=== block 1 ===
## src/rtl/serial_subtractor.sv

```systemverilog
// serial_subtractor
//   Bit-serial subtractor: Diff = A - B - bin, one full-subtractor cell and a
//   registered borrow, one bit per clock, LSB first. A start/done handshake
//   launches one operation and collects its result.
//
//   Ports
//     clk    rising-edge clock
//     rst    synchronous active-high reset
//     start  request; sampled only when not busy (IDLE or DONE)
//     A, B   minuend / subtrahend, captured on the accepting edge
//     bin    borrow-in, captured on the accepting edge
//     Diff   registered result, holds the last completed value
//     bout   registered borrow-out of the MSB (unsigned underflow)
//     ovf    registered two's-complement overflow flag
//     busy   high while bits are being processed
//     done   one-cycle pulse when Diff/bout/ovf update
module serial_subtractor #(
  parameter int SIZE = 4
) (
  input  logic            clk,
  input  logic            rst,
  input  logic            start,
  input  logic [SIZE-1:0] A,
  input  logic [SIZE-1:0] B,
  input  logic            bin,
  output logic [SIZE-1:0] Diff,
  output logic            bout,
  output logic            ovf,
  output logic            busy,
  output logic            done
);

  localparam int            CW   = $clog2(SIZE + 1);
  localparam logic [CW-1:0] LAST = CW'(SIZE - 1);

  typedef enum logic [1:0] {IDLE, RUN, DONE} state_t;

  state_t          state;
  logic [SIZE-1:0] a_sr, b_sr, res;
  logic            borrow;
  logic            a_msb, b_msb;   // captured operand sign bits for ovf
  logic [CW-1:0]   cnt;

  // Full-subtractor cell on the current LSBs
  logic            d, borrow_nxt;
  logic [SIZE-1:0] res_nxt;

  assign d          = a_sr[0] ^ b_sr[0] ^ borrow;
  assign borrow_nxt = (~a_sr[0] & b_sr[0]) | (~(a_sr[0] ^ b_sr[0]) & borrow);

  // New difference bits enter at the MSB so the result is aligned after SIZE shifts
  generate
    if (SIZE == 1) begin : g_res1
      assign res_nxt = d;
    end else begin : g_resn
      assign res_nxt = {d, res[SIZE-1:1]};
    end
  endgenerate

  always_ff @(posedge clk) begin
    if (rst) begin
      state  <= IDLE;
      a_sr   <= '0;
      b_sr   <= '0;
      res    <= '0;
      borrow <= 1'b0;
      a_msb  <= 1'b0;
      b_msb  <= 1'b0;
      cnt    <= '0;
      Diff   <= '0;
      bout   <= 1'b0;
      ovf    <= 1'b0;
      busy   <= 1'b0;
      done   <= 1'b0;
    end else begin
      case (state)
        IDLE, DONE: begin
          done <= 1'b0;
          if (start) begin
            a_sr   <= A;
            b_sr   <= B;
            borrow <= bin;
            a_msb  <= A[SIZE-1];
            b_msb  <= B[SIZE-1];
            res    <= '0;
            cnt    <= '0;
            busy   <= 1'b1;
            state  <= RUN;
          end else begin
            state  <= IDLE;
          end
        end
        RUN: begin
          a_sr   <= a_sr >> 1;
          b_sr   <= b_sr >> 1;
          res    <= res_nxt;
          borrow <= borrow_nxt;
          cnt    <= cnt + 1'b1;
          if (cnt == LAST) begin
            // Outputs update together with the done pulse
            Diff  <= res_nxt;
            bout  <= borrow_nxt;
            ovf   <= (a_msb != b_msb) && (res_nxt[SIZE-1] != a_msb);
            busy  <= 1'b0;
            done  <= 1'b1;
            state <= DONE;
          end
        end
        default: begin
          busy  <= 1'b0;
          done  <= 1'b0;
          state <= IDLE;
        end
      endcase
    end
  end

endmodule
```

## config.mk

```make
export PLATFORM = sky130hd
export DESIGN_NAME = serial_subtractor
export DESIGN_NICKNAME = d
export VERILOG_FILES = /design/src/rtl/serial_subtractor.sv
export SDC_FILE = /design/constraint.sdc
export NUM_CORES = 1
export LEC_CHECK = 0
export CORE_UTILIZATION = 46
export DETAILED_ROUTE_END_ITERATION = 10
export PLACE_DENSITY = 0.8
export SYNTH_ARGS = -nofsm -noshare
export SYNTH_HDL_FRONTEND = slang
export SYNTH_SLANG_ARGS = --single-unit
```

## constraint.sdc

```tcl
create_clock -name clk -period 1.3 [get_ports clk]
set_input_delay 0.26 -clock clk [delete_from_list [all_inputs] [get_ports clk]]
set_output_delay 0.26 -clock clk [all_outputs]
set_load 0.03 [all_outputs]
```

=== block 2 ===
**src/rtl/fpu_pkg.sv**
```systemverilog
// fpu_pkg: shared definitions for the floating-point issue controller.
//   FPU_LAT     cycles from issue to the FP register-file write edge
//   freg_idx_t  FP register index (32 registers)
//   sb_entry_t  one scoreboard slot: {v, rd}
package fpu_pkg;

  localparam int FPU_LAT = 5;

  typedef logic [4:0] freg_idx_t;

  typedef struct packed {
    logic      v;
    freg_idx_t rd;
  } sb_entry_t;

endpackage

```
**src/rtl/fpu_tag_pipe.sv**
```systemverilog
// fpu_tag_pipe: LAT-deep shift register of {v, rd} tags, one slot per
// in-flight FP register write. Slot 0 takes the new tag each cycle, slot
// LAT-1 falls off the end when its write lands.
// Ports:
//   clk, rst      clock, asynchronous active-high reset (clears every slot)
//   load_v        a write was issued this cycle
//   load_rd       destination of that write
//   tag_v         per-slot valid bits
//   tag_rd        per-slot destination indices
//   busy          at least one slot valid
module fpu_tag_pipe
  import fpu_pkg::*;
#(
  parameter int LAT = FPU_LAT
) (
  input  logic                  clk,
  input  logic                  rst,
  input  logic                  load_v,
  input  freg_idx_t             load_rd,
  output logic      [LAT-1:0]   tag_v,
  output freg_idx_t [LAT-1:0]   tag_rd,
  output logic                  busy
);

  sb_entry_t pipe_q [LAT];

  always_ff @(posedge clk or posedge rst) begin
    if (rst) begin
      for (int k = 0; k < LAT; k++) begin
        pipe_q[k] <= '0;
      end
    end else begin
      pipe_q[0] <= '{v: load_v, rd: load_rd};
      for (int k = 1; k < LAT; k++) begin
        pipe_q[k] <= pipe_q[k-1];
      end
    end
  end

  always_comb begin
    tag_v  = '0;
    tag_rd = '0;
    for (int k = 0; k < LAT; k++) begin
      tag_v[k]  = pipe_q[k].v;
      tag_rd[k] = pipe_q[k].rd;
    end
  end

  assign busy = |tag_v;

endmodule

```
**src/rtl/fpu_issue_ctrl.sv**
```systemverilog
// fpu_issue_ctrl: issue gate in front of the 5-stage FPU. Holds back any
// instruction whose FP sources still have a write in flight, since the FPU
// has no forwarding and no stall of its own.
// Ports:
//   clk, rst                  clock, asynchronous active-high reset
//   in_valid / in_ready       upstream handshake for a decoded FP instruction
//   in_rs1, in_rs2            FP source indices
//   in_use_rs1, in_use_rs2    which sources are actually read
//   in_rd, in_wr              FP destination and whether it is written
//   hold                      downstream stall, blocks issue
//   issue                     FPU instruction gate (0 = NOP presented)
//   busy                      an FP write is still in flight
//   stall_cnt                 saturating count of in_valid & ~in_ready cycles
//
// Handshake: an instruction transfers in any cycle where in_valid and
// in_ready are both high; that same cycle issue is high. in_ready does not
// depend on in_valid. While in_valid & ~in_ready upstream keeps the fields
// stable. There is no write-after-write check: all ops share one latency,
// so writes retire in issue order.
module fpu_issue_ctrl
  import fpu_pkg::*;
#(
  parameter int LAT  = FPU_LAT,
  parameter int NREG = 32
) (
  input  logic        clk,
  input  logic        rst,
  input  logic        in_valid,
  output logic        in_ready,
  input  freg_idx_t   in_rs1,
  input  freg_idx_t   in_rs2,
  input  logic        in_use_rs1,
  input  logic        in_use_rs2,
  input  freg_idx_t   in_rd,
  input  logic        in_wr,
  input  logic        hold,
  output logic        issue,
  output logic        busy,
  output logic [31:0] stall_cnt
);

  // Only the low IW bits of an index are significant for NREG registers.
  localparam int IW = $clog2(NREG);

  logic      [LAT-1:0] tag_v;
  freg_idx_t [LAT-1:0] tag_rd;
  logic                hit1;
  logic                hit2;
  logic                hazard;

  fpu_tag_pipe #(.LAT(LAT)) u_tag_pipe (
    .clk     (clk),
    .rst     (rst),
    .load_v  (issue & in_wr),
    .load_rd (in_rd),
    .tag_v   (tag_v),
    .tag_rd  (tag_rd),
    .busy    (busy)
  );

  // f0 is a real register, so no index is exempt from the compare.
  always_comb begin
    hit1 = 1'b0;
    hit2 = 1'b0;
    for (int k = 0; k < LAT; k++) begin
      if (tag_v[k] && (tag_rd[k][IW-1:0] == in_rs1[IW-1:0])) hit1 = 1'b1;
      if (tag_v[k] && (tag_rd[k][IW-1:0] == in_rs2[IW-1:0])) hit2 = 1'b1;
    end
  end

  assign hazard = (in_use_rs1 & hit1) | (in_use_rs2 & hit2);

  // rst gates the handshake directly so issue drops the moment reset is
  // asserted, without waiting for a clock edge.
  assign in_ready = ~hazard & ~hold & ~rst;
  assign issue    = in_valid & in_ready;

  always_ff @(posedge clk or posedge rst) begin
    if (rst) begin
      stall_cnt <= '0;
    end else if (in_valid && !in_ready && (stall_cnt != 32'hFFFF_FFFF)) begin
      stall_cnt <= stall_cnt + 32'd1;
    end
  end

endmodule
```
**config.mk**
```make
export PLATFORM = sky130hd
export DESIGN_NAME = fpu_issue_ctrl
export DESIGN_NICKNAME = d
export VERILOG_FILES = /design/src/rtl/fpu_pkg.sv /design/src/rtl/fpu_tag_pipe.sv /design/src/rtl/fpu_issue_ctrl.sv
export SDC_FILE = /design/constraint.sdc
export NUM_CORES = 1
export LEC_CHECK = 0
export CAP_MARGIN = 15
export CORE_MARGIN = 4
export CORE_UTILIZATION = 40
export DETAILED_ROUTE_END_ITERATION = 12
export SKIP_LAST_GASP = 1
export SYNTH_ARGS = -nofsm -noshare
export SYNTH_HDL_FRONTEND = slang
export SYNTH_SLANG_ARGS = --single-unit
```
**constraint.sdc**
```tcl
create_clock -name clk -period 5 [get_ports clk]
set_input_delay 0.5 -clock clk [delete_from_list [all_inputs] [get_ports clk]]
set_output_delay 0.5 -clock clk [all_outputs]
set_load 0.01 [all_outputs]
```
Figure 1. I/O nets highlighted (block 1).
Bar = 20 um.
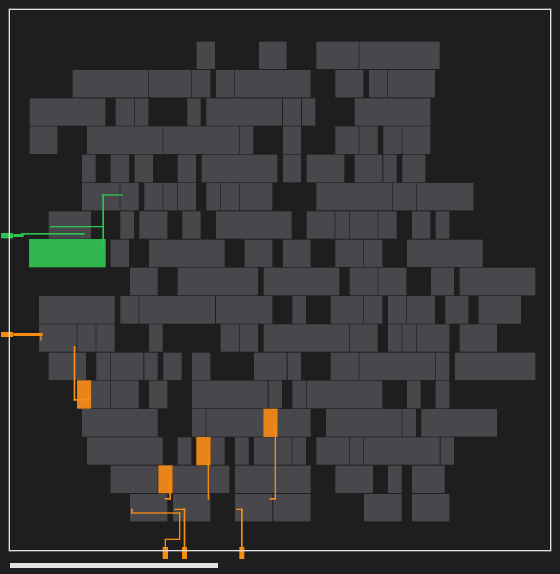
| port | color | bits | direction | edge | end cells | buffers | wire |
|---|---|---|---|---|---|---|---|
| ovf | green | 1 | output | left | 1 | 1 | 18.5 um |
| A | orange | 4 | input | 3 bottom, 1 left | 4 | 4 | 42.8 um |
IO buf count: 19
io pins: 20

==> out/qor.yml, block 1 <==
start_kind: "register"
buffer_area_share_pct: 20.3
regArea_um2: 544
common_cells: "dfxtp_1 (27), nand2_1 (23), a21oi_1 (16), nand3_1 (12), nor2_1 (10)"
n_all_inverters: 3
synthAdderAreaFrac_pct: 3.92
synth-compound-area-share_pct: 16.6
seq-cell-share_pct: 37.8
violations: "negative setup slack"
ys_seq_share_pct: 47.1
final-setup-viol-count: 3
htree_levels: 1
leakagePower_nw: 0.535
worstMarginPinSlew_ns: 0.213
vias: 974
status: "finished, violations left"
grt_overflow: 0
criticalPathCategory: "register to register"
fin_ws_ns: -0.0752
final_layout_size_suffix_gt1_share_pct: 22.9
maxSlewViolCount: 0
==> block 1: how the worst min path moves through the flow <==
stage	endpoint	slack (ns)	cells after the start
2_1_floorplan	a_msb	0.42	2
3_3_place_gp	Diff[1]	0.45	2
3_5_place_dp	Diff[2]	0.45	2
4_1_cts	Diff[2]	0.47	2
5_1_grt	b_sr[3]	0.49	3
6_report	Diff[2]	0.46	2
==> block 1: timing repair <==
item                       in CTS  in global routing
resized                        21                  6
setup buffers                   0                  1
setup endpoints to repair       9                 13
==> block 1: power by group through the flow <==
stage | Sequential, W | Clock, W | Combinational, W
floorplan | 0.000913 | 0 | 0.000169
global placement | 0.000911 | 0 | 0.000258
detailed placement | 0.000913 | 0 | 0.000264
CTS | 0.000896 | 0.000382 | 0.000265
global route | 0.000904 | 0.000414 | 0.000297
finish | 0.000897 | 0.000368 | 0.000272
==> block 1: metrics by stage <==
stage | TNS [ns] | area (um^2) | hold WS [ns]
3_3_place_gp | -1.11 | 1390 | 0.446
6_report | -0.117 | 1440 | 0.462
4_1_cts | -0.125 | 1430 | 0.468
2_1_floorplan | -0.0172 | 1150 | 0.419
3_5_place_dp | -1.34 | 1390 | 0.449
5_1_grt | -0.491 | 1440 | 0.485
Figure 2. Clock routing (block 2).
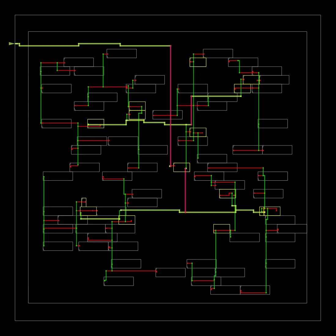
worst skew pair latency: 0.33 ns
registers: 62
CTS sink cnt: 62

==> out/qor.yml, block 2 <==
maxSlewViolCount: 0
ys_sh_xor_pct: 23.5
synth_area_per_cell_um2: 11.1
die_h_um: 94.9
yosys_warnings: 0
synth.lib_cells_used.distinct: 37
hold_ws_ns: 0.437
clk_pin_slew_worst_paths_ns: 0.06
top_area_share_pct: 51.3
gp_congestion: 0.938
wl_um: 6730
postPlaceCellArea_um2: 3640
grt_pass1_vias: 2200
grt_pass1_wl_um: 11400
synthTopLogicFamily: "XOR/XNOR gates"
hold_class: "register to register"
clock_area_share_pct: 4.87
syn2layout_area_growth_pct: 26.6
status: "completed"
vias: 2099
## block 2: how the worst max path moves through the flow
stage	start	to	slack, ns
after detailed placement	in_rs1[0]	issue	1.50
after global placement	in_rs1[3]	issue	1.51
after CTS	in_rs1[0]	issue	1.46
after floorplan	in_rs1[4]	issue	2.58
final	in_rs1[0]	issue	1.49
after global routing	in_rs1[0]	issue	1.30
## block 2: critical path, delay by kind of cell
family | cells | cell delay, ns
AOI/OAI and AO/OA | 1 | 0.46
and+or+nand+nor | 5 | 0.65
xor gates and xnor gates | 1 | 0.24
buffers and inverters | 2 | 1.16
## block 2: power by group
part | internal (W) | switching (W) | leakage (nW)
Clock | 0.000232 | 0.000178 | 0.0958
Combinational | 0.000105 | 0.0000870 | 0.877
Sequential | 0.000539 | 0.0000436 | 0.791
## block 2: flip-flops by register name, summed over array words and instances, names as in the netlist
name / flops
stall_cnt: 32
u_tag_pipe.tag_rd: 25
u_tag_pipe.tag_v: 5
## block 2: per-layer routing
metal | track usage [%] | vias to the layer above | share of wire (%)
met1 | 24.9 | 1004 | 49
met5 | 0 | - | 0
met4 | 5.05 | 0 | 0.88
li1 | - | 1025 | -
met3 | 5.66 | 6 | 6.0
met2 | 23.3 | 64 | 44

=== block 3 ===
$ cat src/rtl/alu_issue_ctrl_pkg.sv
// Shared definitions for the ALU issue/write-back controller.
package alu_issue_ctrl_pkg;

  // Instruction opcodes; anything above OP_OR is illegal.
  localparam logic [7:0] OP_LOADI = 8'h00;
  localparam logic [7:0] OP_MOV   = 8'h01;
  localparam logic [7:0] OP_ADD   = 8'h02;
  localparam logic [7:0] OP_SUB   = 8'h03;
  localparam logic [7:0] OP_AND   = 8'h04;
  localparam logic [7:0] OP_OR    = 8'h05;

  // ALU SELECT encodings.
  localparam logic [2:0] ALU_FWD = 3'b000;
  localparam logic [2:0] ALU_ADD = 3'b001;
  localparam logic [2:0] ALU_AND = 3'b010;
  localparam logic [2:0] ALU_OR  = 3'b011;

  // Field width of every instruction byte.
  localparam int FIELD_W = 8;

  // Controller states.
  typedef enum logic [1:0] {
    IDLE,
    EXEC,
    DONE
  } state_e;

  // Instruction layout: [31:24] opcode, [23:16] dest, [15:8] src1, [7:0] src2/imm.
  typedef struct packed {
    logic [FIELD_W-1:0] opcode;
    logic [FIELD_W-1:0] dest;
    logic [FIELD_W-1:0] src1;
    logic [FIELD_W-1:0] src2;
  } instr_t;

  function automatic logic op_legal(input logic [7:0] op);
    return op <= OP_OR;
  endfunction

endpackage

$ cat src/rtl/alu_issue_ctrl_if.sv
// Instruction handshake plus ALU operand/result bus.
// master: the controller (accepts instructions, initiates ALU operations).
// slave:  the environment (instruction source and the ALU itself).
interface alu_issue_ctrl_if #(
  parameter int DATA_W = 8
);
  logic [31:0]       INSTRUCTION;
  logic              INSTR_VALID;
  logic              INSTR_READY;
  logic [DATA_W-1:0] DATA1;
  logic [DATA_W-1:0] DATA2;
  logic [2:0]        SELECT;
  logic [DATA_W-1:0] RESULT;
  logic              WB_DONE;
  logic              ILLEGAL;

  modport master (
    input  INSTRUCTION, INSTR_VALID, RESULT,
    output INSTR_READY, DATA1, DATA2, SELECT, WB_DONE, ILLEGAL
  );

  modport slave (
    output INSTRUCTION, INSTR_VALID, RESULT,
    input  INSTR_READY, DATA1, DATA2, SELECT, WB_DONE, ILLEGAL
  );
endinterface

$ cat src/rtl/alu_issue_ctrl_reg_file.sv
// Register file: two combinational operand reads, one debug read,
// one synchronous write port, synchronous clear.
module alu_issue_ctrl_reg_file #(
  parameter  int DATA_W  = 8,
  parameter  int REG_CNT = 8,
  localparam int AW      = $clog2(REG_CNT)
) (
  input  logic              CLK,
  input  logic              RESET,
  input  logic              WRITEENABLE,
  input  logic [AW-1:0]     WRITEADDR,
  input  logic [DATA_W-1:0] WRITEDATA,
  input  logic [AW-1:0]     rd1_addr,
  output logic [DATA_W-1:0] rd1_data,
  input  logic [AW-1:0]     rd2_addr,
  output logic [DATA_W-1:0] rd2_data,
  input  logic [AW-1:0]     dbg_addr,
  output logic [DATA_W-1:0] dbg_data
);

  logic [DATA_W-1:0] regs [REG_CNT];

  // Storage update: clear all entries on reset, otherwise single write.
  // NOTE: every entry is reset because software expects zeroed registers;
  // this keeps the array in flops rather than a RAM macro, fine at this size.
  always_ff @(posedge CLK) begin
    if (RESET) begin
      for (int i = 0; i < REG_CNT; i++) regs[i] <= '0;
    end else if (WRITEENABLE) begin
      regs[WRITEADDR] <= WRITEDATA;
    end
  end

  assign rd1_data = regs[rd1_addr];
  assign rd2_data = regs[rd2_addr];
  assign dbg_data = regs[dbg_addr];

endmodule

$ cat src/rtl/alu_issue_ctrl.sv
// Issue/write-back controller: accepts one instruction, drives the ALU for
// ALU_LAT cycles, then writes RESULT back into the register file.
module alu_issue_ctrl
  import alu_issue_ctrl_pkg::*;
#(
  parameter int DATA_W  = 8,
  parameter int REG_CNT = 8,
  parameter int ALU_LAT = 2
) (
  input  logic                       CLK,
  input  logic                       RESET,
  alu_issue_ctrl_if.master           bus,
  input  logic [$clog2(REG_CNT)-1:0] DBG_ADDR,
  output logic [DATA_W-1:0]          DBG_DATA
);

  localparam int         AW       = $clog2(REG_CNT);
  localparam logic [3:0] CNT_INIT = 4'(ALU_LAT - 1);

  state_e            state_q, state_d;
  logic [3:0]        cnt_q;
  logic [AW-1:0]     dest_q;
  logic [DATA_W-1:0] data1_q, data2_q;
  logic [2:0]        select_q;
  logic              illegal_q;

  instr_t            ins;
  logic              legal, accept, wr_en;
  logic [DATA_W-1:0] rd1, rd2, data2_nxt;
  logic [2:0]        select_nxt;
  logic              unused_fields;

  assign ins    = instr_t'(bus.INSTRUCTION);
  assign legal  = op_legal(ins.opcode);
  assign accept = (state_q == IDLE) && bus.INSTR_VALID;
  assign wr_en  = (state_q == EXEC) && (cnt_q == '0);

  // Register fields only use their low index bits.
  assign unused_fields = ^{ins.dest[FIELD_W-1:AW], ins.src1[FIELD_W-1:AW]};

  alu_issue_ctrl_reg_file #(
    .DATA_W  (DATA_W),
    .REG_CNT (REG_CNT)
  ) u_reg_file (
    .CLK         (CLK),
    .RESET       (RESET),
    .WRITEENABLE (wr_en),
    .WRITEADDR   (dest_q),
    .WRITEDATA   (bus.RESULT),
    .rd1_addr    (ins.src1[AW-1:0]),
    .rd1_data    (rd1),
    .rd2_addr    (ins.src2[AW-1:0]),
    .rd2_data    (rd2),
    .dbg_addr    (DBG_ADDR),
    .dbg_data    (DBG_DATA)
  );

  // Operand/select decode of the instruction currently offered.
  // NOTE: defaults come first so every path assigns every output and no latch forms.
  always_comb begin
    data2_nxt  = rd2;
    select_nxt = ALU_FWD;
    case (ins.opcode)
      OP_LOADI: data2_nxt = DATA_W'(ins.src2);
      OP_ADD:   select_nxt = ALU_ADD;
      OP_SUB: begin
        data2_nxt  = ~rd2 + DATA_W'(1);
        select_nxt = ALU_ADD;
      end
      OP_AND:   select_nxt = ALU_AND;
      OP_OR:    select_nxt = ALU_OR;
      default:  ;
    endcase
  end

  // State register.
  // NOTE: sequential state uses non-blocking assignments so all flops update together.
  always_ff @(posedge CLK) begin
    if (RESET) state_q <= IDLE;
    else       state_q <= state_d;
  end

  // Next-state logic; illegal opcodes leave the controller in IDLE.
  always_comb begin
    state_d = state_q;
    case (state_q)
      IDLE:    if (accept && legal) state_d = EXEC;
      EXEC:    if (cnt_q == '0) state_d = DONE;
      DONE:    state_d = IDLE;
      default: state_d = IDLE;
    endcase
  end

  // State-derived outputs.
  always_comb begin
    bus.INSTR_READY = (state_q == IDLE);
    bus.WB_DONE     = (state_q == DONE);
  end

  // Operand capture at accept, latency counter and illegal-opcode pulse.
  always_ff @(posedge CLK) begin
    if (RESET) begin
      data1_q   <= '0;
      data2_q   <= '0;
      select_q  <= ALU_FWD;
      dest_q    <= '0;
      cnt_q     <= '0;
      illegal_q <= 1'b0;
    end else begin
      illegal_q <= accept && !legal;
      if (accept && legal) begin
        data1_q  <= rd1;
        data2_q  <= data2_nxt;
        select_q <= select_nxt;
        dest_q   <= ins.dest[AW-1:0];
        cnt_q    <= CNT_INIT;
      end else if ((state_q == EXEC) && (cnt_q != '0)) begin
        cnt_q <= cnt_q - 4'd1;
      end
    end
  end

  assign bus.DATA1   = data1_q;
  assign bus.DATA2   = data2_q;
  assign bus.SELECT  = select_q;
  assign bus.ILLEGAL = illegal_q;

endmodule
$ cat src/flat_wrapper.sv
// flat-port wrapper written by rule: the top's interface ports become plain ports
module alu_issue_ctrl_flat import alu_issue_ctrl_pkg::*;
#(
  parameter int DATA_W  = 8,
  parameter int REG_CNT = 8,
  parameter int ALU_LAT = 2
)
  (CLK, RESET, DBG_ADDR, DBG_DATA, bus_INSTRUCTION, bus_INSTR_VALID, bus_RESULT, bus_INSTR_READY, bus_DATA1, bus_DATA2, bus_SELECT, bus_WB_DONE, bus_ILLEGAL);
  alu_issue_ctrl_if #(.DATA_W(DATA_W)) bus_i ();
  input  logic CLK;
  input  logic RESET;
  input  logic [$clog2(REG_CNT)-1:0] DBG_ADDR;
  output logic [DATA_W-1:0] DBG_DATA;
  input wire logic [$bits(bus_i.INSTRUCTION)-1:0] bus_INSTRUCTION;
  input wire logic [$bits(bus_i.INSTR_VALID)-1:0] bus_INSTR_VALID;
  input wire logic [$bits(bus_i.RESULT)-1:0] bus_RESULT;
  output wire logic [$bits(bus_i.INSTR_READY)-1:0] bus_INSTR_READY;
  output wire logic [$bits(bus_i.DATA1)-1:0] bus_DATA1;
  output wire logic [$bits(bus_i.DATA2)-1:0] bus_DATA2;
  output wire logic [$bits(bus_i.SELECT)-1:0] bus_SELECT;
  output wire logic [$bits(bus_i.WB_DONE)-1:0] bus_WB_DONE;
  output wire logic [$bits(bus_i.ILLEGAL)-1:0] bus_ILLEGAL;
  assign bus_i.INSTRUCTION = bus_INSTRUCTION;
  assign bus_i.INSTR_VALID = bus_INSTR_VALID;
  assign bus_i.RESULT = bus_RESULT;
  assign bus_INSTR_READY = bus_i.INSTR_READY;
  assign bus_DATA1 = bus_i.DATA1;
  assign bus_DATA2 = bus_i.DATA2;
  assign bus_SELECT = bus_i.SELECT;
  assign bus_WB_DONE = bus_i.WB_DONE;
  assign bus_ILLEGAL = bus_i.ILLEGAL;
  alu_issue_ctrl #(.DATA_W(DATA_W), .REG_CNT(REG_CNT), .ALU_LAT(ALU_LAT)) u_core (.CLK(CLK), .RESET(RESET), .bus(bus_i), .DBG_ADDR(DBG_ADDR), .DBG_DATA(DBG_DATA));
endmodule
$ cat config.mk
export PLATFORM = sky130hd
export DESIGN_NAME = alu_issue_ctrl_flat
export DESIGN_NICKNAME = d
export VERILOG_FILES = /design/src/rtl/alu_issue_ctrl_pkg.sv /design/src/rtl/alu_issue_ctrl_if.sv /design/src/rtl/alu_issue_ctrl_reg_file.sv /design/src/rtl/alu_issue_ctrl.sv /design/src/flat_wrapper.sv
export SDC_FILE = /design/constraint.sdc
export NUM_CORES = 1
export LEC_CHECK = 0
export ABC_CLOCK_PERIOD_IN_PS = 3200
export CORE_ASPECT_RATIO = 1.1
export CORE_MARGIN = 4
export CORE_UTILIZATION = 43
export CTS_BUF_LIST = sky130_fd_sc_hd__clkbuf_16
export CTS_CLUSTER_DIAMETER = 60
export CTS_CLUSTER_SIZE = 28
export DETAILED_ROUTE_END_ITERATION = 10
export HOLD_SLACK_MARGIN = 0.02
export PLACE_DENSITY_LB_ADDON = 0.1
export SETUP_SLACK_MARGIN = 0.3
export SLEW_MARGIN = 20
export SYNTH_ARGS = -nofsm -noshare
export SYNTH_HDL_FRONTEND = slang
export SYNTH_SLANG_ARGS = --single-unit
$ cat constraint.sdc
create_clock -name CLK -period 3.2 [get_ports CLK]
set_clock_uncertainty 0.2 [all_clocks]
set_input_delay 0.64 -clock CLK [delete_from_list [all_inputs] [get_ports CLK]]
set_output_delay 0.64 -clock CLK [all_outputs]
set_load 0.05 [all_outputs]
Figure 3. I/O nets highlighted (block 3).
Bar = 20 um.
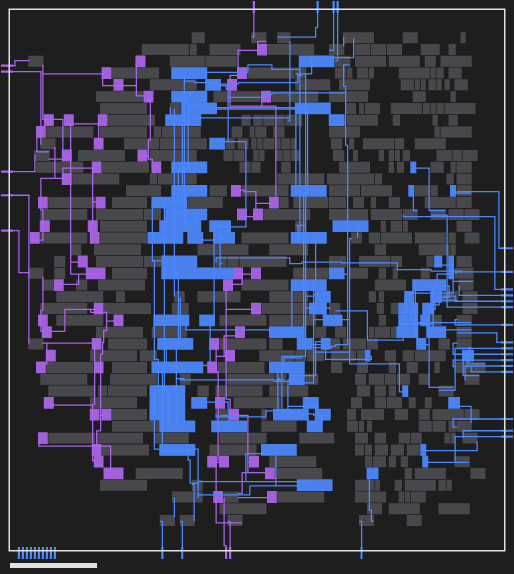
| port | color | bits | direction | edge | end cells | buffers | wire |
|---|---|---|---|---|---|---|---|
| bus_RESULT | purple | 8 | input | 5 left, 2 bottom, 1 top | 64 | 8 | 715 um |
| bus_INSTRUCTION | blue | 32 | input | 16 right, 13 bottom, 3 top | 80 | 37 | 2,010 um |
io pins: 76
IO buf count: 64

==> out/qor.yml <==
vdd_drop_max_mv: 0.250
wl_per_cell_um: 21.5
power.share.switching_pct: 25.0
worstPathMaxFanout: 8
dp_hpwl_um: 10200
synth-compound-area-share_pct: 5.64
fmax_mhz: 348
n_antenna_cell: 0
fin_cells: 672
rsz0062_at_grt: "yes"
start_kind: "input pin"
power_leader: "sequential cells"
dp.cells: 648
die_area_um2: 14200
status: "completed"
yosys-top-cells-area: "edfxtp_1 (36%), mux4_2 (18%), dfxtp_1 (11%)"
==> worst max-delay path: cells and delay by family <==
family / cells / cell delay (ns)
multiplexers: 2 / 0.85
buffers and inverters: 3 / 0.55
==> what timing repair did <==
item | in CTS | in global routing
buffers inserted | 0 | 6
pin swaps | 0 | 1
gates resized | 9 | 8
setup endpoints to repair | 11 | 5
hold buffers | 0 | 0
endpoints found under the hold margin | 0 | 0
gates cloned | 2 | 0
==> through the flow <==
step | instance area, um^2 | util, % | hold slack [ns]
floorplan | 5330 | - | 0.244
global placement | 6370 | 52.7 | 0.259
detailed placement | 6370 | 52.7 | 0.264
CTS | 6710 | 55.5 | 0.273
global route | 6790 | 56.2 | 0.302
finish | 6790 | 56.2 | 0.275
==> cell type report <==
| cell class | count | area share (%) |
|---|---|---|
| clock inverter | 7 | 0.958 |
| multi-input combinational | 292 | 39.8 |
| clock buffer | 9 | 3.32 |
| timing repair buffer | 114 | 16.3 |
| inverter | 4 | 0.221 |
| sequential | 92 | 36.6 |
| tap | 154 | 2.84 |


==> screenshots <==
Signal wires on met1.
Supply wires on this layer in gray.
(a)
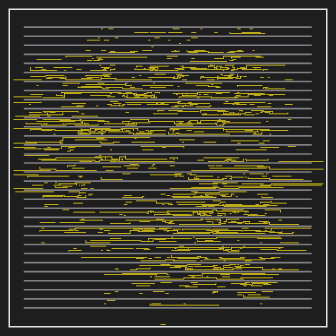
(b)
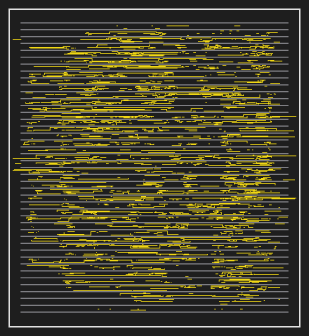
(c)
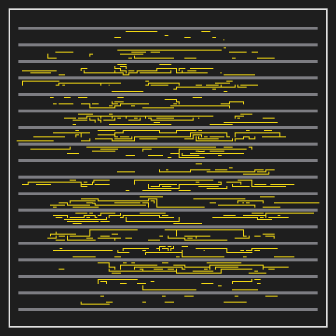
Block 1 is (c).
Block 3 is (b).
Block 2 is (a).

Key to (a):
nets with wire on the layer: 326
share of all routed wire: 49%
main direction: horizontal
longest straight run: 26.2 um

Power is estimated from default activity; no workload was simulated.
